# ---- block 1 ----
Figure 1. Routed clock nets over the placement (block 1).
Scale: 4 px per um.
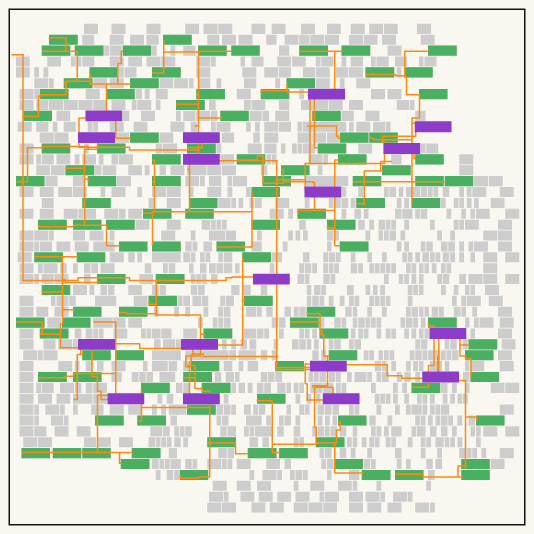

**config.mk**
```make
export PLATFORM = sky130hd
export DESIGN_NAME = wishbone_classic_burst_ctrl
export DESIGN_NICKNAME = d
export VERILOG_FILES = /design/src/rtl/wishbone_classic_burst_ctrl_pkg.sv /design/src/rtl/wishbone_classic_burst_ctrl_watchdog.sv /design/src/rtl/wishbone_classic_burst_ctrl.sv
export SDC_FILE = /design/constraint.sdc
export NUM_CORES = 1
export LEC_CHECK = 0
export ABC_AREA = 1
export CAP_MARGIN = 10
export CORE_UTILIZATION = 37
export DETAILED_ROUTE_END_ITERATION = 10
export GPL_TIMING_DRIVEN = 0
export PLACE_DENSITY = 0.67
export SETUP_SLACK_MARGIN = 0.2
export SLEW_MARGIN = 10
export SYNTH_ARGS = -nofsm -noshare
export SYNTH_HDL_FRONTEND = slang
export SYNTH_SLANG_ARGS = --single-unit
```
**constraint.sdc**
```tcl
create_clock -name clk_i -period 2.2 [get_ports clk_i]
set_input_delay 0.22 -clock clk_i [delete_from_list [all_inputs] [get_ports clk_i]]
set_output_delay 0.22 -clock clk_i [all_outputs]
set_load 0.02 [all_outputs]
```
**src/rtl/wishbone_classic_burst_ctrl_pkg.sv**
```systemverilog
// Shared types for the Wishbone classic burst controller.
//   state_t         controller FSM states
//   beat_cnt_width  width of the beats-minus-one counter (at least 1 bit)
//   rsp_flags_t     per-beat response flags; the top module pairs this with
//                   the DATA_WIDTH-wide read data to form a full response
package wishbone_ctrl_pkg;

    typedef enum logic [1:0] {
        ST_IDLE  = 2'd0,
        ST_WDATA = 2'd1,
        ST_REQ   = 2'd2,
        ST_RSP   = 2'd3
    } state_t;

    // A single-beat controller still needs a 1-bit length field so the
    // port never collapses to zero width.
    function automatic int beat_cnt_width(input int max_beats);
        if (max_beats > 1) begin
            return $clog2(max_beats);
        end else begin
            return 1;
        end
    endfunction

    typedef struct packed {
        logic err;
        logic timeout;
        logic last;
    } rsp_flags_t;

endpackage

```
**src/rtl/wishbone_classic_burst_ctrl_watchdog.sv**
```systemverilog
// Watchdog for a Wishbone strobe that never gets terminated.
//   clk_i, rst_i  clock and synchronous active-high reset
//   clear         hold the counter at zero (controller is not requesting)
//   enable        count while the strobe is outstanding
//   expired       high in the cycle the count reaches TIMEOUT_CYCLES-1;
//                 acting on it at that edge gives exactly TIMEOUT_CYCLES
//                 strobe cycles. Tied low when TIMEOUT_CYCLES is 0.
module wishbone_watchdog #(
    parameter int TIMEOUT_CYCLES = 64
) (
    input  logic clk_i,
    input  logic rst_i,
    input  logic clear,
    input  logic enable,
    output logic expired
);

    generate
        if (TIMEOUT_CYCLES == 0) begin : g_off
            logic unused_s;
            assign unused_s = ^{clk_i, rst_i, clear, enable};
            assign expired  = 1'b0;
        end else begin : g_on
            localparam int CNT_W = (TIMEOUT_CYCLES > 1) ? $clog2(TIMEOUT_CYCLES) : 1;
            localparam logic [CNT_W-1:0] LIMIT = CNT_W'(TIMEOUT_CYCLES - 1);

            logic [CNT_W-1:0] count_r;

            // Strobe-age counter; saturates at LIMIT until cleared.
            always_ff @(posedge clk_i) begin
                if (rst_i) begin
                    count_r <= {CNT_W{1'b0}};
                end else if (clear) begin
                    count_r <= {CNT_W{1'b0}};
                end else if (enable && (count_r != LIMIT)) begin
                    count_r <= count_r + CNT_W'(1);
                end else begin
                    count_r <= count_r;
                end
            end

            assign expired = enable && (count_r == LIMIT);
        end
    endgenerate

endmodule

```
**src/rtl/wishbone_classic_burst_ctrl.sv**
```systemverilog
// Wishbone classic bus controller with incrementing bursts.
// Accepts a command (direction, start word address, beats-1), pulls one
// write-data beat per write transfer, runs each beat as a classic
// cyc/stb cycle with cyc held across the whole burst, and hands back one
// response per beat. A bus error ends the burst early; the watchdog ends
// it when the slave never answers.
//   Command side : cmd_valid/cmd_ready, cmd_we, cmd_addr, cmd_len
//   Write data   : wdata_valid/wdata_ready, wdata
//   Responses    : rsp_valid/rsp_ready, rsp_data, rsp_err, rsp_timeout, rsp_last
//   Wishbone     : cyc_o, stb_o, we_o, adr_o, dat_o, sel_o, dat_i, ack_i, err_i
// Every output is a flop (or a bit of a flopped struct).
module wishbone_classic_burst_ctrl
    import wishbone_ctrl_pkg::*;
#(
    parameter int ADDR_WIDTH     = 32,
    parameter int DATA_WIDTH     = 32,
    parameter int MAX_BEATS      = 16,
    parameter int TIMEOUT_CYCLES = 64
) (
    input  logic                                   clk_i,
    input  logic                                   rst_i,
    input  logic                                   cmd_valid,
    output logic                                   cmd_ready,
    input  logic                                   cmd_we,
    input  logic [ADDR_WIDTH-1:0]                  cmd_addr,
    input  logic [beat_cnt_width(MAX_BEATS)-1:0]   cmd_len,
    input  logic                                   wdata_valid,
    output logic                                   wdata_ready,
    input  logic [DATA_WIDTH-1:0]                  wdata,
    output logic                                   rsp_valid,
    input  logic                                   rsp_ready,
    output logic [DATA_WIDTH-1:0]                  rsp_data,
    output logic                                   rsp_err,
    output logic                                   rsp_timeout,
    output logic                                   rsp_last,
    output logic                                   cyc_o,
    output logic                                   stb_o,
    output logic                                   we_o,
    output logic [ADDR_WIDTH-1:0]                  adr_o,
    output logic [DATA_WIDTH-1:0]                  dat_o,
    output logic [DATA_WIDTH/8-1:0]                sel_o,
    input  logic [DATA_WIDTH-1:0]                  dat_i,
    input  logic                                   ack_i,
    input  logic                                   err_i
);

    localparam int LEN_W = beat_cnt_width(MAX_BEATS);
    localparam int SEL_W = DATA_WIDTH / 8;

    state_t           state_r;
    logic [LEN_W-1:0] remaining_r;
    rsp_flags_t       rsp_flags_r;

    logic wd_enable_s;
    logic wd_clear_s;
    logic wd_expired_s;

    assign rsp_err     = rsp_flags_r.err;
    assign rsp_timeout = rsp_flags_r.timeout;
    assign rsp_last    = rsp_flags_r.last;

    // The watchdog only ages an outstanding strobe; it restarts every beat.
    assign wd_enable_s = (state_r == ST_REQ);
    assign wd_clear_s  = (state_r != ST_REQ);

    wishbone_watchdog #(
        .TIMEOUT_CYCLES (TIMEOUT_CYCLES)
    ) u_watchdog (
        .clk_i   (clk_i),
        .rst_i   (rst_i),
        .clear   (wd_clear_s),
        .enable  (wd_enable_s),
        .expired (wd_expired_s)
    );

    // Controller FSM with all bus and handshake outputs registered.
    always_ff @(posedge clk_i) begin
        if (rst_i) begin
            state_r     <= ST_IDLE;
            remaining_r <= {LEN_W{1'b0}};
            cmd_ready   <= 1'b1;
            wdata_ready <= 1'b0;
            rsp_valid   <= 1'b0;
            rsp_data    <= {DATA_WIDTH{1'b0}};
            rsp_flags_r <= 3'b000;
            cyc_o       <= 1'b0;
            stb_o       <= 1'b0;
            we_o        <= 1'b0;
            adr_o       <= {ADDR_WIDTH{1'b0}};
            dat_o       <= {DATA_WIDTH{1'b0}};
            sel_o       <= {SEL_W{1'b0}};
        end else begin
            case (state_r)
                ST_IDLE: begin
                    if (cmd_valid) begin
                        we_o        <= cmd_we;
                        adr_o       <= cmd_addr;
                        remaining_r <= cmd_len;
                        cyc_o       <= 1'b1;
                        sel_o       <= {SEL_W{1'b1}};
                        cmd_ready   <= 1'b0;
                        if (cmd_we) begin
                            state_r     <= ST_WDATA;
                            wdata_ready <= 1'b1;
                        end else begin
                            state_r <= ST_REQ;
                            stb_o   <= 1'b1;
                            dat_o   <= {DATA_WIDTH{1'b0}};
                        end
                    end else begin
                        state_r <= ST_IDLE;
                    end
                end

                ST_WDATA: begin
                    if (wdata_valid) begin
                        dat_o       <= wdata;
                        stb_o       <= 1'b1;
                        wdata_ready <= 1'b0;
                        state_r     <= ST_REQ;
                    end else begin
                        state_r <= ST_WDATA;
                    end
                end

                ST_REQ: begin
                    // err_i wins over a simultaneous ack_i; an error always
                    // ends the burst so no further beats are attempted.
                    if (ack_i || err_i) begin
                        stb_o     <= 1'b0;
                        rsp_valid <= 1'b1;
                        rsp_data  <= (!err_i && !we_o) ? dat_i : {DATA_WIDTH{1'b0}};
                        rsp_flags_r.err     <= err_i;
                        rsp_flags_r.timeout <= 1'b0;
                        rsp_flags_r.last    <= (remaining_r == {LEN_W{1'b0}}) || err_i;
                        state_r   <= ST_RSP;
                    end else if (wd_expired_s) begin
                        stb_o       <= 1'b0;
                        rsp_valid   <= 1'b1;
                        rsp_data    <= {DATA_WIDTH{1'b0}};
                        rsp_flags_r <= 3'b111;
                        state_r     <= ST_RSP;
                    end else begin
                        state_r <= ST_REQ;
                    end
                end

                ST_RSP: begin
                    if (rsp_ready) begin
                        rsp_valid   <= 1'b0;
                        rsp_data    <= {DATA_WIDTH{1'b0}};
                        rsp_flags_r <= 3'b000;
                        if (rsp_flags_r.last) begin
                            cyc_o     <= 1'b0;
                            we_o      <= 1'b0;
                            sel_o     <= {SEL_W{1'b0}};
                            cmd_ready <= 1'b1;
                            state_r   <= ST_IDLE;
                        end else begin
                            adr_o       <= adr_o + ADDR_WIDTH'(1);
                            remaining_r <= remaining_r - LEN_W'(1);
                            if (we_o) begin
                                wdata_ready <= 1'b1;
                                state_r     <= ST_WDATA;
                            end else begin
                                stb_o   <= 1'b1;
                                state_r <= ST_REQ;
                            end
                        end
                    end else begin
                        state_r <= ST_RSP;
                    end
                end

                default: begin
                    state_r     <= ST_IDLE;
                    cmd_ready   <= 1'b1;
                    wdata_ready <= 1'b0;
                    rsp_valid   <= 1'b0;
                    rsp_flags_r <= 3'b000;
                    cyc_o       <= 1'b0;
                    stb_o       <= 1'b0;
                    we_o        <= 1'b0;
                    sel_o       <= {SEL_W{1'b0}};
                end
            endcase
        end
    end

endmodule

```
# ---- block 2 ----
[src/rtl/subbit_serial.sv]
// Bit-serial subtractor: computes diff = a - b - bi (mod 2^WIDTH) one bit per
// clock, LSB first, and reports the unsigned borrow-out and the signed overflow.
// A three-state controller (IDLE / RUN / DONE) sequences each operation; a new
// request may be accepted directly from DONE so operations can run back-to-back.
module subbit_serial #(
    parameter int WIDTH = 8
) (
    input  logic             clk,
    input  logic             rst_n,
    input  logic             start,
    input  logic [WIDTH-1:0] a,
    input  logic [WIDTH-1:0] b,
    input  logic             bi,
    output logic             busy,
    output logic             done,
    output logic [WIDTH-1:0] diff,
    output logic             bo,
    output logic             ovf
);

    localparam int CW = $clog2(WIDTH);
    localparam logic [CW-1:0] CNT_LAST = CW'(WIDTH - 1);
    localparam logic [CW-1:0] CNT_ONE  = CW'(1);

    typedef enum logic [1:0] {
        ST_IDLE = 2'd0,
        ST_RUN  = 2'd1,
        ST_DONE = 2'd2
    } state_t;

    // One full-subtractor step: returns {borrow_out, difference_bit}.
    function automatic logic [1:0] sub_bit(input logic a_bit,
                                           input logic b_bit,
                                           input logic br_in);
        logic d_bit;
        logic br_out;
        d_bit  = a_bit ^ b_bit ^ br_in;
        br_out = (~a_bit & b_bit) | (~(a_bit ^ b_bit) & br_in);
        return {br_out, d_bit};
    endfunction

    state_t           state_q, state_d;
    logic [CW-1:0]    cnt_q, cnt_d;
    logic [WIDTH-1:0] a_sh_q, a_sh_d;
    logic [WIDTH-1:0] b_sh_q, b_sh_d;
    logic             br_q, br_d;
    logic [WIDTH-1:0] res_q, res_d;
    logic [WIDTH-1:0] diff_q, diff_d;
    logic             bo_q, bo_d;
    logic             ovf_q, ovf_d;
    logic             busy_q, busy_d;
    logic             done_q, done_d;
    logic [1:0]       step_s;

    // Next-state, datapath-step and result-capture logic.
    always_comb begin
        state_d = state_q;
        cnt_d   = cnt_q;
        a_sh_d  = a_sh_q;
        b_sh_d  = b_sh_q;
        br_d    = br_q;
        res_d   = res_q;
        diff_d  = diff_q;
        bo_d    = bo_q;
        ovf_d   = ovf_q;
        step_s  = sub_bit(a_sh_q[0], b_sh_q[0], br_q);

        case (state_q)
            ST_IDLE, ST_DONE: begin
                if (start) begin
                    // Capture operands now; later input changes cannot disturb the run.
                    state_d = ST_RUN;
                    a_sh_d  = a;
                    b_sh_d  = b;
                    br_d    = bi;
                    cnt_d   = '0;
                    res_d   = '0;
                end else begin
                    state_d = ST_IDLE;
                end
            end
            ST_RUN: begin
                // Consume the LSB of each operand and push the new bit in at the
                // top so bit i settles at position i after WIDTH shifts.
                a_sh_d = a_sh_q >> 1;
                b_sh_d = b_sh_q >> 1;
                br_d   = step_s[1];
                res_d  = {step_s[0], res_q[WIDTH-1:1]};
                cnt_d  = cnt_q + CNT_ONE;
                if (cnt_q == CNT_LAST) begin
                    // br_q is the borrow into the MSB, step_s[1] the borrow out.
                    state_d = ST_DONE;
                    diff_d  = {step_s[0], res_q[WIDTH-1:1]};
                    bo_d    = step_s[1];
                    ovf_d   = br_q ^ step_s[1];
                end else begin
                    state_d = ST_RUN;
                end
            end
            default: begin
                state_d = ST_IDLE;
            end
        endcase

        busy_d = (state_d == ST_RUN);
        done_d = (state_d == ST_DONE);
    end

    // State and datapath registers with synchronous active-low reset.
    always_ff @(posedge clk) begin
        if (!rst_n) begin
            state_q <= ST_IDLE;
            cnt_q   <= '0;
            a_sh_q  <= '0;
            b_sh_q  <= '0;
            br_q    <= 1'b0;
            res_q   <= '0;
            diff_q  <= '0;
            bo_q    <= 1'b0;
            ovf_q   <= 1'b0;
            busy_q  <= 1'b0;
            done_q  <= 1'b0;
        end else begin
            state_q <= state_d;
            cnt_q   <= cnt_d;
            a_sh_q  <= a_sh_d;
            b_sh_q  <= b_sh_d;
            br_q    <= br_d;
            res_q   <= res_d;
            diff_q  <= diff_d;
            bo_q    <= bo_d;
            ovf_q   <= ovf_d;
            busy_q  <= busy_d;
            done_q  <= done_d;
        end
    end

    assign busy = busy_q;
    assign done = done_q;
    assign diff = diff_q;
    assign bo   = bo_q;
    assign ovf  = ovf_q;

endmodule
[config.mk]
export PLATFORM = sky130hd
export DESIGN_NAME = subbit_serial
export DESIGN_NICKNAME = d
export VERILOG_FILES = /design/src/rtl/subbit_serial.sv
export SDC_FILE = /design/constraint.sdc
export NUM_CORES = 1
export LEC_CHECK = 0
export ABC_CLOCK_PERIOD_IN_PS = 1500
export CAP_MARGIN = 10
export CORE_MARGIN = 3
export CORE_UTILIZATION = 40
export DETAILED_ROUTE_END_ITERATION = 10
export PLACE_DENSITY = 0.66
export SLEW_MARGIN = 20
export SYNTH_ARGS = -nofsm -noshare
export SYNTH_HDL_FRONTEND = slang
export SYNTH_SLANG_ARGS = --single-unit
[constraint.sdc]
create_clock -name clk -period 1.5 [get_ports clk]
set_input_delay 0.3 -clock clk [delete_from_list [all_inputs] [get_ports clk]]
set_output_delay 0.3 -clock clk [all_outputs]
set_load 0.02 [all_outputs]
# ---- block 3 ----
## config.mk

```make
export PLATFORM = sky130hd
export DESIGN_NAME = seg7_scan_decoder_flat
export DESIGN_NICKNAME = d
export VERILOG_FILES = /design/src/rtl/seg7_scan_decoder_if.sv /design/src/rtl/seg7_scan_decoder.sv /design/src/flat_wrapper.sv
export SDC_FILE = /design/constraint.sdc
export NUM_CORES = 1
export LEC_CHECK = 0
export ABC_AREA = 1
export CAP_MARGIN = 10
export CORE_UTILIZATION = 36
export DETAILED_ROUTE_END_ITERATION = 16
export PLACE_DENSITY = 0.62
export SETUP_SLACK_MARGIN = 0.5
export SLEW_MARGIN = 0
export SYNTH_ARGS = -nofsm -noshare
export SYNTH_HDL_FRONTEND = slang
export SYNTH_SLANG_ARGS = --single-unit
export TNS_END_PERCENT = 1
```

## constraint.sdc

```tcl
create_clock -name CLK -period 5.4 [get_ports CLK]
set_input_delay 0.54 -clock CLK [delete_from_list [all_inputs] [get_ports CLK]]
set_output_delay 0.54 -clock CLK [all_outputs]
set_load 0.01 [all_outputs]
```

## src/rtl/seg7_scan_decoder_if.sv

```systemverilog
// Display readback bus: scanned 7-seg inputs and decoded digit outputs.
// Master drives the display lines; slave is the decoder.
interface seg7_scan_decoder_if #(
  parameter int DIGITS = 4
);
  logic [7:0]          SEG;
  logic [DIGITS-1:0]   AN;
  logic [4*DIGITS-1:0] VALUE;
  logic [DIGITS-1:0]   DP_OUT;
  logic [DIGITS-1:0]   DIGIT_VALID;
  logic [DIGITS-1:0]   ERR;
  logic                FRAME_DONE;

  modport master (
    output SEG,
    output AN,
    input  VALUE,
    input  DP_OUT,
    input  DIGIT_VALID,
    input  ERR,
    input  FRAME_DONE
  );

  modport slave (
    input  SEG,
    input  AN,
    output VALUE,
    output DP_OUT,
    output DIGIT_VALID,
    output ERR,
    output FRAME_DONE
  );
endinterface

```

## src/rtl/seg7_scan_decoder.sv

```systemverilog
// Reconstructs BCD digits from a multiplexed active-low 7-seg bus,
// capturing each digit once its lines have settled.
module seg7_scan_decoder #(
  parameter int DIGITS = 4,
  parameter int SETTLE = 4
) (
  input  logic CLK,
  input  logic RST_N,
  seg7_scan_decoder_if.slave bus
);
  localparam int IW = (DIGITS > 1) ? $clog2(DIGITS) : 1;
  localparam logic [7:0] LAST = 8'(SETTLE - 1);
  localparam logic [7:0] TOP  = 8'(SETTLE);

  logic [DIGITS-1:0]   r_an;
  logic [7:0]          r_seg;
  logic [7:0]          r_cnt;
  logic                r_captured;
  logic [DIGITS-1:0]   r_mask;
  logic [4*DIGITS-1:0] r_value;
  logic [DIGITS-1:0]   r_dp;
  logic [DIGITS-1:0]   r_vld;
  logic [DIGITS-1:0]   r_err;
  logic                r_frame;

  logic                w_chg;
  logic                w_an_ok;
  logic                w_cap;
  logic [IW-1:0]       w_idx;
  logic [3:0]          w_nib;
  logic                w_bad;
  logic [DIGITS-1:0]   w_hit;
  logic [DIGITS-1:0]   w_mask;

  always_comb begin
    w_chg   = ({bus.AN, bus.SEG} != {r_an, r_seg});
    w_an_ok = $onehot(~bus.AN);
    w_idx   = '0;
    for (int i = 0; i < DIGITS; i++) begin
      if (!r_an[i]) w_idx = IW'(i);
    end
    w_cap = !w_chg && w_an_ok && !r_captured && (r_cnt == LAST);
  end

  always_comb begin
    w_nib = 4'h0;
    w_bad = 1'b0;
    unique case (r_seg[6:0])
      7'b1000000: w_nib = 4'h0;
      7'b1111001: w_nib = 4'h1;
      7'b0100100: w_nib = 4'h2;
      7'b0110000: w_nib = 4'h3;
      7'b0011001: w_nib = 4'h4;
      7'b0010010: w_nib = 4'h5;
      7'b0000010: w_nib = 4'h6;
      7'b1111000: w_nib = 4'h7;
      7'b0000000: w_nib = 4'h8;
      7'b0010000: w_nib = 4'h9;
      7'b1111111: w_nib = 4'hF;
      default:    w_bad = 1'b1;
    endcase
  end

  always_comb begin
    w_hit  = w_cap ? (DIGITS'(1) << w_idx) : '0;
    w_mask = r_mask | w_hit;
  end

  always_ff @(posedge CLK or negedge RST_N) begin
    if (!RST_N) begin
      r_an       <= '0;
      r_seg      <= '0;
      r_cnt      <= '0;
      r_captured <= 1'b0;
      r_mask     <= '0;
      r_value    <= '0;
      r_dp       <= '0;
      r_vld      <= '0;
      r_err      <= '0;
      r_frame    <= 1'b0;
    end else begin
      r_an  <= bus.AN;
      r_seg <= bus.SEG;

      if (w_chg || !w_an_ok) begin
        r_cnt <= '0;
      end else if (r_cnt != TOP) begin
        r_cnt <= r_cnt + 8'd1;
      end

      if (w_chg) begin
        r_captured <= 1'b0;
      end else if (w_cap) begin
        r_captured <= 1'b1;
      end

      if (w_cap) begin
        if (!w_bad) r_value[4*w_idx +: 4] <= w_nib;
        r_err[w_idx] <= w_bad;
        r_dp[w_idx]  <= r_seg[7];
        r_vld[w_idx] <= 1'b1;
      end

      // completing capture closes the frame; next frame starts empty
      if (&w_mask) begin
        r_mask  <= '0;
        r_frame <= 1'b1;
      end else begin
        r_mask  <= w_mask;
        r_frame <= 1'b0;
      end
    end
  end

  assign bus.VALUE       = r_value;
  assign bus.DP_OUT      = r_dp;
  assign bus.DIGIT_VALID = r_vld;
  assign bus.ERR         = r_err;
  assign bus.FRAME_DONE  = r_frame;
endmodule

```

## src/flat_wrapper.sv

```systemverilog
// flat-port wrapper written by rule: the top's interface ports become plain ports
module seg7_scan_decoder_flat 
#(
  parameter int DIGITS = 4,
  parameter int SETTLE = 4
)
  (CLK, RST_N, bus_SEG, bus_AN, bus_VALUE, bus_DP_OUT, bus_DIGIT_VALID, bus_ERR, bus_FRAME_DONE);
  seg7_scan_decoder_if #(.DIGITS(DIGITS)) bus_i ();
  input  logic CLK;
  input  logic RST_N;
  input wire logic [$bits(bus_i.SEG)-1:0] bus_SEG;
  input wire logic [$bits(bus_i.AN)-1:0] bus_AN;
  output wire logic [$bits(bus_i.VALUE)-1:0] bus_VALUE;
  output wire logic [$bits(bus_i.DP_OUT)-1:0] bus_DP_OUT;
  output wire logic [$bits(bus_i.DIGIT_VALID)-1:0] bus_DIGIT_VALID;
  output wire logic [$bits(bus_i.ERR)-1:0] bus_ERR;
  output wire logic [$bits(bus_i.FRAME_DONE)-1:0] bus_FRAME_DONE;
  assign bus_i.SEG = bus_SEG;
  assign bus_i.AN = bus_AN;
  assign bus_VALUE = bus_i.VALUE;
  assign bus_DP_OUT = bus_i.DP_OUT;
  assign bus_DIGIT_VALID = bus_i.DIGIT_VALID;
  assign bus_ERR = bus_i.ERR;
  assign bus_FRAME_DONE = bus_i.FRAME_DONE;
  seg7_scan_decoder #(.DIGITS(DIGITS), .SETTLE(SETTLE)) u_core (.CLK(CLK), .RST_N(RST_N), .bus(bus_i));
endmodule
```

# ---- block 4 ----
==> config.mk <==
export PLATFORM = sky130hd
export DESIGN_NAME = dual_prio_enc_pipe_flat
export DESIGN_NICKNAME = d
export VERILOG_FILES = /design/src/rtl/dual_prio_enc_pipe_pkg.sv /design/src/rtl/dual_prio_enc_pipe_if.sv /design/src/rtl/dual_prio_enc_pipe_prio_enc.sv /design/src/rtl/dual_prio_enc_pipe.sv /design/src/flat_wrapper.sv
export SDC_FILE = /design/constraint.sdc
export NUM_CORES = 1
export LEC_CHECK = 0
export CORE_UTILIZATION = 35
export DETAILED_ROUTE_END_ITERATION = 7
export HOLD_SLACK_MARGIN = 0.03
export PLACE_DENSITY = 0.51
export REMOVE_ABC_BUFFERS = 1
export SETUP_SLACK_MARGIN = 0.5
export SYNTH_ARGS = -nofsm -noshare
export SYNTH_HDL_FRONTEND = slang
export SYNTH_HIERARCHICAL = 1
export SYNTH_SLANG_ARGS = --single-unit
==> constraint.sdc <==
create_clock -name clk -period 3.2 [get_ports clk]
set_clock_uncertainty 0.15 [all_clocks]
set_input_delay 0.32 -clock clk [delete_from_list [all_inputs] [get_ports clk]]
set_output_delay 0.32 -clock clk [all_outputs]
set_load 0.03 [all_outputs]
==> src/rtl/dual_prio_enc_pipe_pkg.sv <==
`default_nettype none
// ============================================================================
//  Module   : dual_prio_enc_pkg
//  Purpose  : Shared types/helpers for the dual-priority encoder pipeline.
//             idx_width()       - index width for an N-bit request vector
//             popcount()        - number of set bits (up to 64 bits)
//             onehot_from_idx() - 1-based index to one-hot mask, 0 -> empty
//             IDX_NONE          - index value meaning "no request"
//  Revision : 1.0 - initial release
// ============================================================================
package dual_prio_enc_pkg;

    localparam int IDX_NONE = 0;

    function automatic int idx_width(input int n);
        return $clog2(n + 1);
    endfunction

    function automatic logic [6:0] popcount(input logic [63:0] v);
        logic [6:0]  cnt;
        logic [63:0] t;
        cnt = '0;
        t   = v;
        for (int k = 0; k < 64; k++) begin
            cnt = cnt + {6'd0, t[0]};
            t   = t >> 1;
        end
        return cnt;
    endfunction

    // Indices outside 1..n produce an empty mask so callers never clear a
    // bit that does not exist in their request vector.
    function automatic logic [63:0] onehot_from_idx(input logic [6:0] idx, input int n);
        if (idx == 7'd0 || int'(idx) > n) begin
            return 64'd0;
        end
        return 64'd1 << (idx - 7'd1);
    endfunction

endpackage
`default_nettype wire

==> src/rtl/dual_prio_enc_pipe_if.sv <==
`default_nettype none
// ============================================================================
//  Module   : dual_prio_enc_pipe_if
//  Purpose  : Valid/ready stream bundle for the dual-priority encoder.
//             master : request producer / result consumer side
//             slave  : encoder side
//  Signals  : in_valid, in_ready, in_req[N], out_valid, out_ready,
//             out_first[IW], out_second[IW], out_count[IW]
//  Revision : 1.0 - initial release
// ============================================================================
interface dual_prio_enc_pipe_if
    import dual_prio_enc_pkg::*;
#(
    parameter int N = 12
);
    localparam int IW = idx_width(N);

    logic          in_valid;
    logic          in_ready;
    logic [N-1:0]  in_req;
    logic          out_valid;
    logic          out_ready;
    logic [IW-1:0] out_first;
    logic [IW-1:0] out_second;
    logic [IW-1:0] out_count;

    modport master (
        output in_valid, in_req, out_ready,
        input  in_ready, out_valid, out_first, out_second, out_count
    );

    modport slave (
        input  in_valid, in_req, out_ready,
        output in_ready, out_valid, out_first, out_second, out_count
    );

endinterface
`default_nettype wire

==> src/rtl/dual_prio_enc_pipe_prio_enc.sv <==
`default_nettype none
// ============================================================================
//  Module   : dpe_prio_enc
//  Purpose  : Combinational priority encoder with a rotating start point.
//             Search starts at bit base-1, goes downward and wraps from bit 0
//             to bit N-1. base == N gives plain highest-bit-wins priority.
//  Ports    : req[N]  request vector (bit k = request k+1)
//             base    search start (1..N)
//             idx     1-based winning index, 0 = none
//  Revision : 1.0 - initial release
// ============================================================================
module dpe_prio_enc
    import dual_prio_enc_pkg::*;
#(
    parameter int N = 12,
    localparam int IW = idx_width(N)
) (
    input  wire logic [N-1:0]  req,
    input  wire logic [IW-1:0] base,
    output logic      [IW-1:0] idx
);

    logic [N-1:0] w_below;
    logic [N-1:0] w_masked;
    logic [N-1:0] w_sel;
    logic [N-1:0] w_sh;

    // Bits below base outrank every bit at or above base, so the wrapped
    // search reduces to "highest set bit of the below-base group if any,
    // otherwise highest set bit overall".
    always_comb begin
        w_below  = ~({N{1'b1}} << base);
        w_masked = req & w_below;
        w_sel    = (|w_masked) ? w_masked : req;
        idx      = IW'(IDX_NONE);
        w_sh     = w_sel;
        for (int j = 0; j < N; j++) begin
            if (w_sh[0]) begin
                idx = IW'(j + 1);
            end
            w_sh = w_sh >> 1;
        end
    end

endmodule
`default_nettype wire

==> src/rtl/dual_prio_enc_pipe.sv <==
`default_nettype none
// ============================================================================
//  Module   : dual_prio_enc_pipe
//  Purpose  : Two-stage pipelined dual-priority encoder, valid/ready stream.
//             S1 registers req, first index and popcount; S2 computes the
//             second index and loads the output registers.
//  Ports    : clk    rising-edge clock
//             rst_n  asynchronous active-low reset
//             bus    dual_prio_enc_pipe_if.slave (in_valid/in_ready/in_req,
//                    out_valid/out_ready/out_first/out_second/out_count)
//  Config   : DUAL_PRIO_ENC_ROTATE_EN - rotating priority pointer; the last
//             granted request becomes lowest priority.
//  Revision : 1.0 - initial release
// ============================================================================
module dual_prio_enc_pipe
    import dual_prio_enc_pkg::*;
#(
    parameter int N = 12
) (
    input wire logic           clk,
    input wire logic           rst_n,
    dual_prio_enc_pipe_if.slave bus
);

    localparam int IW = idx_width(N);

    logic          w_s2_adv;
    logic          w_in_ready;
    logic          w_in_fire;
    logic [IW-1:0] w_base;
    logic [IW-1:0] w_s2_base;
    logic [IW-1:0] w_first;
    logic [IW-1:0] w_second;
    logic [IW-1:0] w_count;
    logic [N-1:0]  w_s2_req;

    logic          r_s1_valid;
    logic [N-1:0]  r_s1_req;
    logic [IW-1:0] r_s1_first;
    logic [IW-1:0] r_s1_count;
    logic          r_out_valid;
    logic [IW-1:0] r_out_first;
    logic [IW-1:0] r_out_second;
    logic [IW-1:0] r_out_count;

    // in_ready looks only at pipeline state and out_ready, never in_valid.
    assign w_s2_adv   = !r_out_valid || bus.out_ready;
    assign w_in_ready = !r_s1_valid || w_s2_adv;
    assign w_in_fire  = bus.in_valid && w_in_ready;
    assign w_count    = IW'(popcount(64'(bus.in_req)));

`ifdef DUAL_PRIO_ENC_ROTATE_EN
    logic [IW-1:0] r_ptr;
    logic [IW-1:0] r_s1_base;

    // The pointer moves to just below the granted bit, so that request is
    // searched last next time; first == 1 wraps the start back to bit N-1.
    always_ff @(posedge clk or negedge rst_n) begin
        if (!rst_n) begin
            r_ptr <= IW'(N);
        end else if (w_in_fire && w_first != IW'(IDX_NONE)) begin
            r_ptr <= (w_first == IW'(1)) ? IW'(N) : (w_first - IW'(1));
        end
    end

    // S2 must search with the same start point S1 used for this vector.
    always_ff @(posedge clk or negedge rst_n) begin
        if (!rst_n) begin
            r_s1_base <= IW'(N);
        end else if (w_in_fire) begin
            r_s1_base <= r_ptr;
        end
    end

    assign w_base    = r_ptr;
    assign w_s2_base = r_s1_base;
`else
    assign w_base    = IW'(N);
    assign w_s2_base = IW'(N);
`endif

    dpe_prio_enc #(.N(N)) u_enc_first (
        .req  (bus.in_req),
        .base (w_base),
        .idx  (w_first)
    );

    assign w_s2_req = r_s1_req & ~N'(onehot_from_idx(7'(r_s1_first), N));

    dpe_prio_enc #(.N(N)) u_enc_second (
        .req  (w_s2_req),
        .base (w_s2_base),
        .idx  (w_second)
    );

    always_ff @(posedge clk or negedge rst_n) begin
        if (!rst_n) begin
            r_s1_valid <= 1'b0;
            r_s1_req   <= '0;
            r_s1_first <= IW'(IDX_NONE);
            r_s1_count <= '0;
        end else if (w_in_ready) begin
            r_s1_valid <= bus.in_valid;
            if (bus.in_valid) begin
                r_s1_req   <= bus.in_req;
                r_s1_first <= w_first;
                r_s1_count <= w_count;
            end
        end
    end

    // Output register reloads whenever it empties or is consumed, which
    // gives full throughput when both ends transfer in the same cycle.
    always_ff @(posedge clk or negedge rst_n) begin
        if (!rst_n) begin
            r_out_valid  <= 1'b0;
            r_out_first  <= IW'(IDX_NONE);
            r_out_second <= IW'(IDX_NONE);
            r_out_count  <= '0;
        end else if (w_s2_adv) begin
            r_out_valid <= r_s1_valid;
            if (r_s1_valid) begin
                r_out_first  <= r_s1_first;
                r_out_second <= w_second;
                r_out_count  <= r_s1_count;
            end
        end
    end

    assign bus.in_ready   = w_in_ready;
    assign bus.out_valid  = r_out_valid;
    assign bus.out_first  = r_out_first;
    assign bus.out_second = r_out_second;
    assign bus.out_count  = r_out_count;

endmodule
`default_nettype wire
==> src/flat_wrapper.sv <==
// flat-port wrapper written by rule: the top's interface ports become plain ports
module dual_prio_enc_pipe_flat import dual_prio_enc_pkg::*;
#(
    parameter int N = 12
)
  (clk, rst_n, bus_in_valid, bus_in_req, bus_out_ready, bus_in_ready, bus_out_valid, bus_out_first, bus_out_second, bus_out_count);
  dual_prio_enc_pipe_if #(.N(N)) bus_i ();
  input wire logic clk;
  input wire logic rst_n;
  input wire logic [$bits(bus_i.in_valid)-1:0] bus_in_valid;
  input wire logic [$bits(bus_i.in_req)-1:0] bus_in_req;
  input wire logic [$bits(bus_i.out_ready)-1:0] bus_out_ready;
  output wire logic [$bits(bus_i.in_ready)-1:0] bus_in_ready;
  output wire logic [$bits(bus_i.out_valid)-1:0] bus_out_valid;
  output wire logic [$bits(bus_i.out_first)-1:0] bus_out_first;
  output wire logic [$bits(bus_i.out_second)-1:0] bus_out_second;
  output wire logic [$bits(bus_i.out_count)-1:0] bus_out_count;
  assign bus_i.in_valid = bus_in_valid;
  assign bus_i.in_req = bus_in_req;
  assign bus_i.out_ready = bus_out_ready;
  assign bus_in_ready = bus_i.in_ready;
  assign bus_out_valid = bus_i.out_valid;
  assign bus_out_first = bus_i.out_first;
  assign bus_out_second = bus_i.out_second;
  assign bus_out_count = bus_i.out_count;
  dual_prio_enc_pipe #(.N(N)) u_core (.clk(clk), .rst_n(rst_n), .bus(bus_i));
endmodule
Figure 2. Clock wiring as the flow saved it (block 3).
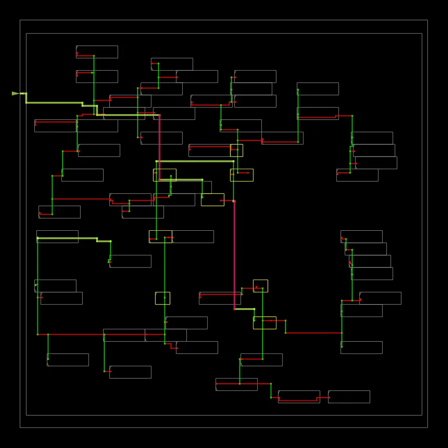
Latency at later pin: 310 ps
Clk power: 0.000233 W

Figure 3. Routed clock nets over the placement (block 3).
Scale: 4 px per um.
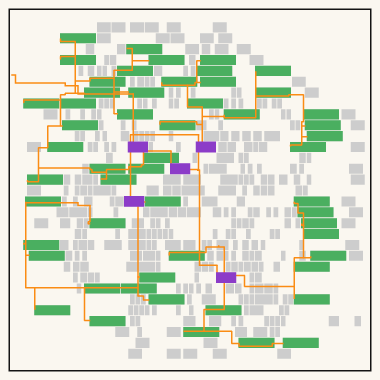
clock wires -> orange  # length 637 um
clock-net drivers -> purple  # count 5
flip-flops -> green  # count 54
routed clock nets = 6
clock skew: 7.610 ps
clock network fraction of design power: 0.328

==> results.py, block 3 <==
# Physical implementation metrics
metrics = {
    "clocking": {
        "cts.sinks": 54,
        "cts_setup_buffers": 0,
        "tritoncts": "built",
    },
    "critical_path": {
        "cp-start-kind": "input pin",
        "cp.depth": 13,
        "worstSetupPathType": "input pin to register",
        "critPathMaxStageDelay_ps": 530,
        "startpoint": "bus_AN[3]",
    },
    "die": {
        "taps": 99,
        "dieWidth_um": 90.02,
    },
    "routing": {
        "dr_wl_met3_um": 155,
        "vias_per_cell": 4.593,
        "dr.first_iter.drc_count": 80,
    },
    "sta": {
        "rsz0062_at_grt": "no",
        "whs_ps": 338.1,
        "setup_violations": 0,
    },
    "synth": {
        "synth_area_sq_mm": 0.002789,
        "top_cell": "nand2_1",
        "synth_top_area_share": 0.4845,
        "avgSynthCellArea_sq_um": 8.251,
    },
    "global_routing": {
        "grt-ovfl-total": 0,
        "grt_use_total": 0.1427,
        "antenna_found_initial": 0,
    },
    "power_and_ir_drop": {
        "power-top-group": "registers",
    },
    "status": {
        "status": "finished, final reports clean",
    },
}
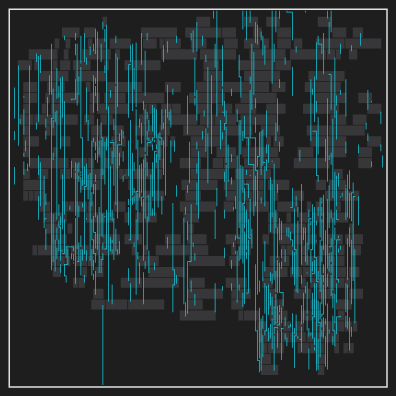
Figure 4: block 4, metal 2.
Scale: 4 px per um.
main direction = vertical
longest straight run = 48.6 um
wire length on this layer = 3,710 um
share of all routed wire = 50%
nets with wire on the layer = 351
routed vias: 2,603
met2 GRT Util: 0.3090
DRT Wirelength: 7463 um

==> results.py, block 4 <==
# Physical implementation metrics
metrics = {
    "status": {
        "status": "finished with violations",
        "violations": "negative setup slack",
    },
    "routing": {
        "drtAntennaViolNets": 0,
    },
    "synth": {
        "synth_cell_type_count": 60,
        "synth_stat.cells": 320,
        "async_reset_ff_frac": 1.000,
        "ys_sh_simple": 0.1540,
        "yosysTopAreaCell": "dfrtp_1",
        "logic_family": "AND-OR/OR-AND gates",
    },
    "layout": {
        "final_cell_area_sq_mm": 0.003747,
        "finalNonFillerCells": 491,
        "top_register": "u_core/r_s1_req",
        "area_growth_pct": 26.37,
        "n_all_inverters": 27,
        "clock_area_frac": 0.02538,
        "antenna_cells": 0,
    },
    "critical_path": {
        "crit_required_ps": 3220,
        "cp-start-kind": "input pin",
        "path_cells": "buf_8 > fa_1 > inv_2 > fa_1 > fa_1 > fa_2 > inv_2 > ha_4 > inv_2 > fa_2 > xnor2_1 > mux2_4",
        "critPathMaxStageDelay_ps": 540,
        "worstSetupPathType": "input pin to register",
        "crit_path_end_kind": "register",
        "cp.depth": 12,
    },
    "global_routing": {
        "grt-ovfl-total": 0,
        "grt_pass1_wl_um": 12560,
    },
    "place": {
        "post_dp_cell_area_sq_mm": 0.003492,
        "dp_cells": 477,
    },
    "clocking": {
        "cts_setup_buffers": 6,
        "cts.sinks": 34,
        "htreeDepth": 2,
    },
    "sta": {
        "rsz0062_at_grt": "yes",
        "setup_ws_ps": -172.9,
        "setup_violations": 2,
        "layout_min_cycle_time_ps": 3373,
        "setup-tns-final_ps": -203.5,
    },
    "power_and_ir_drop": {
        "sw_frac_of_total": 0.3934,
        "cellPowerDensity_mw_per_mm2": 575.6,
    },
    "die": {
        "rows": 33,
        "die_h_um": 94.05,
        "fp_util": 0.3609,
        "die_area_sq_mm": 0.008844,
    },
}
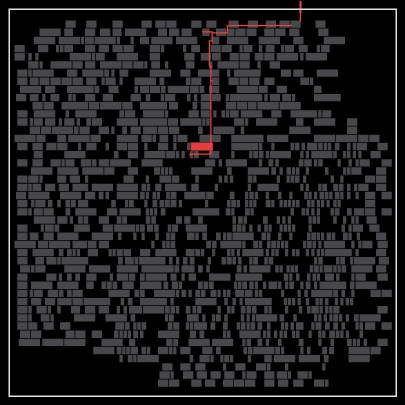
Figure 5: block 1, nets reached from selected ports.
Scale: 3 px per um.
cyc_o -> red  # direction output, edge north, end cells 1, buffers 1, wire 86.1 um
number of I/O pins: 217
PortBufs: 215

Notes on Figure 1 above:
flip-flops -> green  # count 117
clock-net drivers -> purple  # count 17
clock wires -> orange  # length 1,700 um
flops lie = all over the die
routed clock nets = 18
clock network fraction of design power: 0.433
Clk power: 0.00290 W

==> results.py, block 1 <==
# Physical implementation metrics
metrics = {
    "status": {
        "status": "finished, final reports clean",
    },
    "global_routing": {
        "grt_pass1_wl_um": 30750,
        "grt-ovfl-total": 0,
        "globalRouteMet3Util": 0.09356,
    },
    "sta": {
        "fin_skew_ps": 5.833,
        "finalHoldViolCount": 0,
    },
    "synth": {
        "top_cell": "nand2_1",
        "synth_area_sq_mm": 0.005918,
        "edf_count": 0,
        "aoi_share": 0.1723,
        "fa_ha_area_frac": 0.006342,
    },
    "layout": {
        "top_regs": "adr_o: 32 flops, dat_o: 32 flops, rsp_data: 32 flops",
        "finalNonFillerCells": 1295,
        "comb_area_sq_mm": 0.003136,
        "antenna_cells": 0,
        "n_all_inverters": 46,
    },
    "clocking": {
        "cts.sinks": 117,
        "tritoncts": "built",
        "post_cts_resized": 0,
        "cts_root_buf": "clkbuf_16",
    },
    "critical_path": {
        "cp-start-kind": "register",
        "slowest_stage": "dfxtp_1",
    },
    "job": {
        "warning_count": 27,
    },
    "die": {
        "rows": 45,
    },
    "routing": {
        "dr_wl_met3_um": 1775,
    },
}
Figure 6. Clock wiring as the flow saved it (block 2).
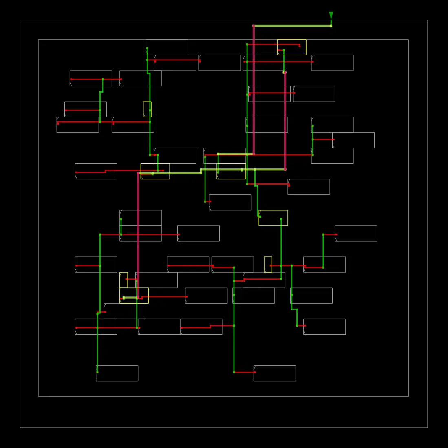
Num CTS Buffers: 5
sequential cell count: 41

==> results.py, block 2 <==
# Physical implementation metrics
metrics = {
    "clocking": {
        "cts_setup_buffers": 0,
        "cts.sinks": 41,
        "tritoncts": "built",
        "hold_buffers": 0,
    },
    "critical_path": {
        "startpoint": "cnt_q[0]$_SDFFE_PN0P_",
        "critical_path_arrival_ps": 1580,
        "critical_path.max_fanout": 6,
        "worst_path_most_repeated_cell": "ha_1",
        "crit_end": "ovf$_SDFFE_PN0P_",
        "path_cells": "ha_1 > ha_1 > and3b_1 > nand2_1 > a21boi_0",
    },
    "synth": {
        "synth_cells": 182,
        "ys_warn_count": 0,
        "ys_sh_simple": 0.2127,
        "ys_top_cells_by_area": "dfxtp_1, a21boi_0, o221ai_2",
        "synth_stat.cells": 182,
        "synth_chip_area_sq_mm": 0.001712,
        "xor_share": 0.005117,
        "edf_count": 0,
        "logic_family": "AND-OR/OR-AND gates",
    },
    "layout": {
        "final_common_cell": "dfxtp_1",
        "finalNonFillerCells": 269,
        "final-nonclk-buf-share": 0.1926,
        "nFillCells": 387,
        "comb_share": 0.3652,
        "comb_area_sq_um": 802.0,
    },
    "global_routing": {
        "grt_pass1_wl_um": 6099,
        "top_usage_layer": "met2",
        "grt_use_met1": 0.1956,
        "grt_max_degree": 27,
    },
    "sta": {
        "layout_min_cycle_time_ps": 1368,
        "slew_violations": 0,
        "setup-tns-final_ps": 0,
    },
    "die": {
        "core_sq_mm": 0.004058,
        "die_area_sq_mm": 0.005100,
    },
    "power_and_ir_drop": {
        "pwr-share-seq": 0.537,
        "finalPower_w": 0.002200,
    },
    "routing": {
        "dr.first_iter.drc_count": 63,
        "vias": 1419,
    },
    "place": {
        "io_buffer_count": 31,
    },
    "job": {
        "warning_count": 26,
    },
    "min_path": {
        "min_from": "diff[1]$_SDFFE_PN0P_",
    },
    "status": {
        "status": "finished, final reports clean",
    },
}

==> notes/layouts.md <==
Pictures saved along the way, in no particular order.

Placement by cell class.
image #1
Scale: 4 px per um. Fill, decap, tap and diode cells in gray.
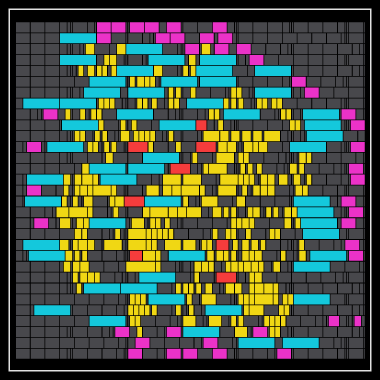
image #2
Scale: 3 px per um. Fill, decap, tap and diode cells in gray.
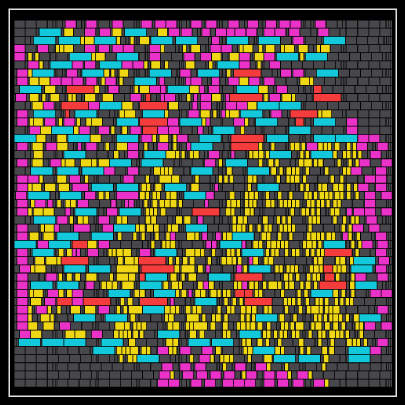
image #3
Scale: 4 px per um. Fill, decap, tap and diode cells in gray.
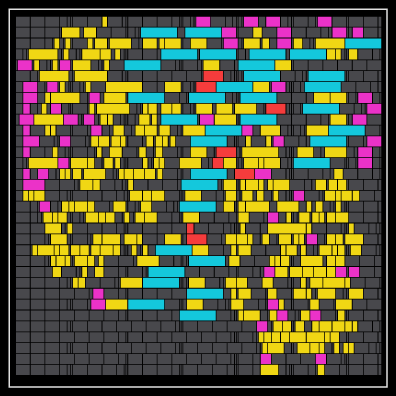
image #4
Scale: 4 px per um. Fill, decap, tap and diode cells in gray.
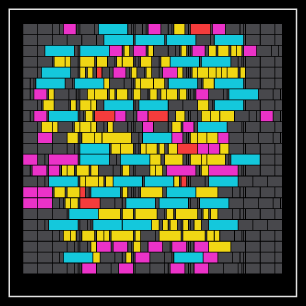
- most sequential cells: image #2
Image #2 is block 1.
Image #1 is block 3.
Image #4 is block 2.
Image #3 is block 4.

Key to image #4:
remaining logic cells -> yellow  # cells 127
clock drivers and dummy loads -> red  # cells 8
remaining buffers and delay cells -> magenta  # cells 43
registers -> cyan  # cells 41



==> screenshots <==
Nets reached from selected ports.
Scale: 4 px per um.
Plate I
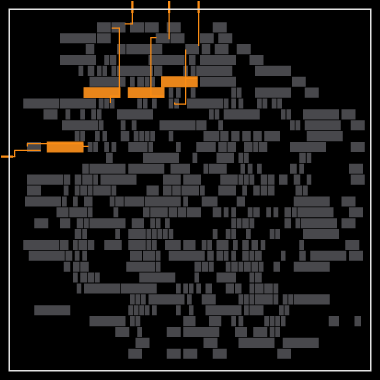
Plate II
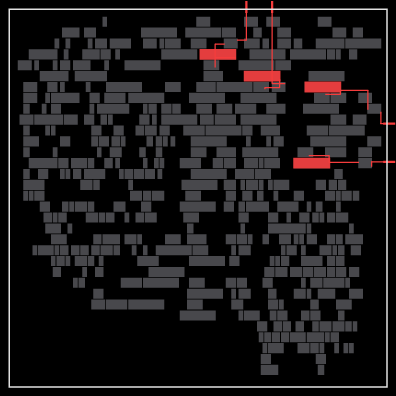
Plate III
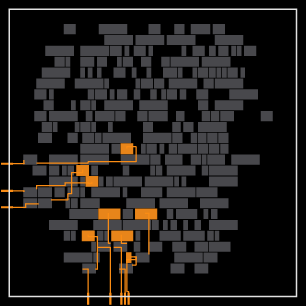
| from | picture |
|---|---|
| block 4 | Plate II |
| block 2 | Plate III |
| block 3 | Plate I |
- smallest die: Plate III

Key to Plate II:
bus_out_first -> red  # direction output, edge 2 east, 2 north, end cells 4, buffers 4, wire 88.4 um


==> gallery <==
Metal 2.
shot_01.png
Scale: 4 px per um.
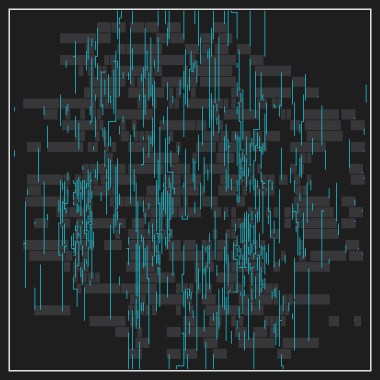
shot_02.png
Scale: 6 px per um.
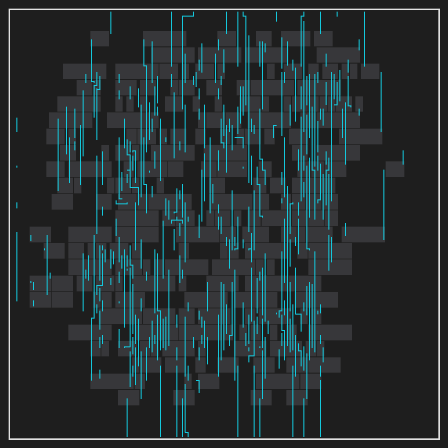
shot_03.png
Scale: 4 px per um.
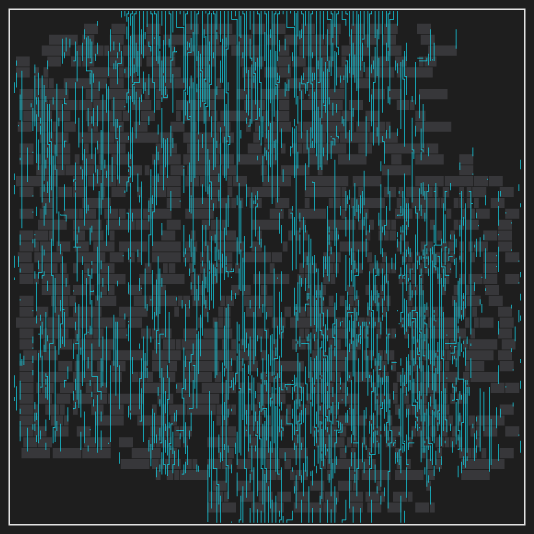
- shot_02.png = block 2
- shot_03.png = block 1
- shot_01.png = block 3
- largest die: shot_03.png
- smallest die: shot_02.png

Key to shot_03.png:
nets with wire on the layer = 936
share of all routed wire = 47%
longest straight run = 48.1 um

Power is estimated from default activity; no workload was simulated.
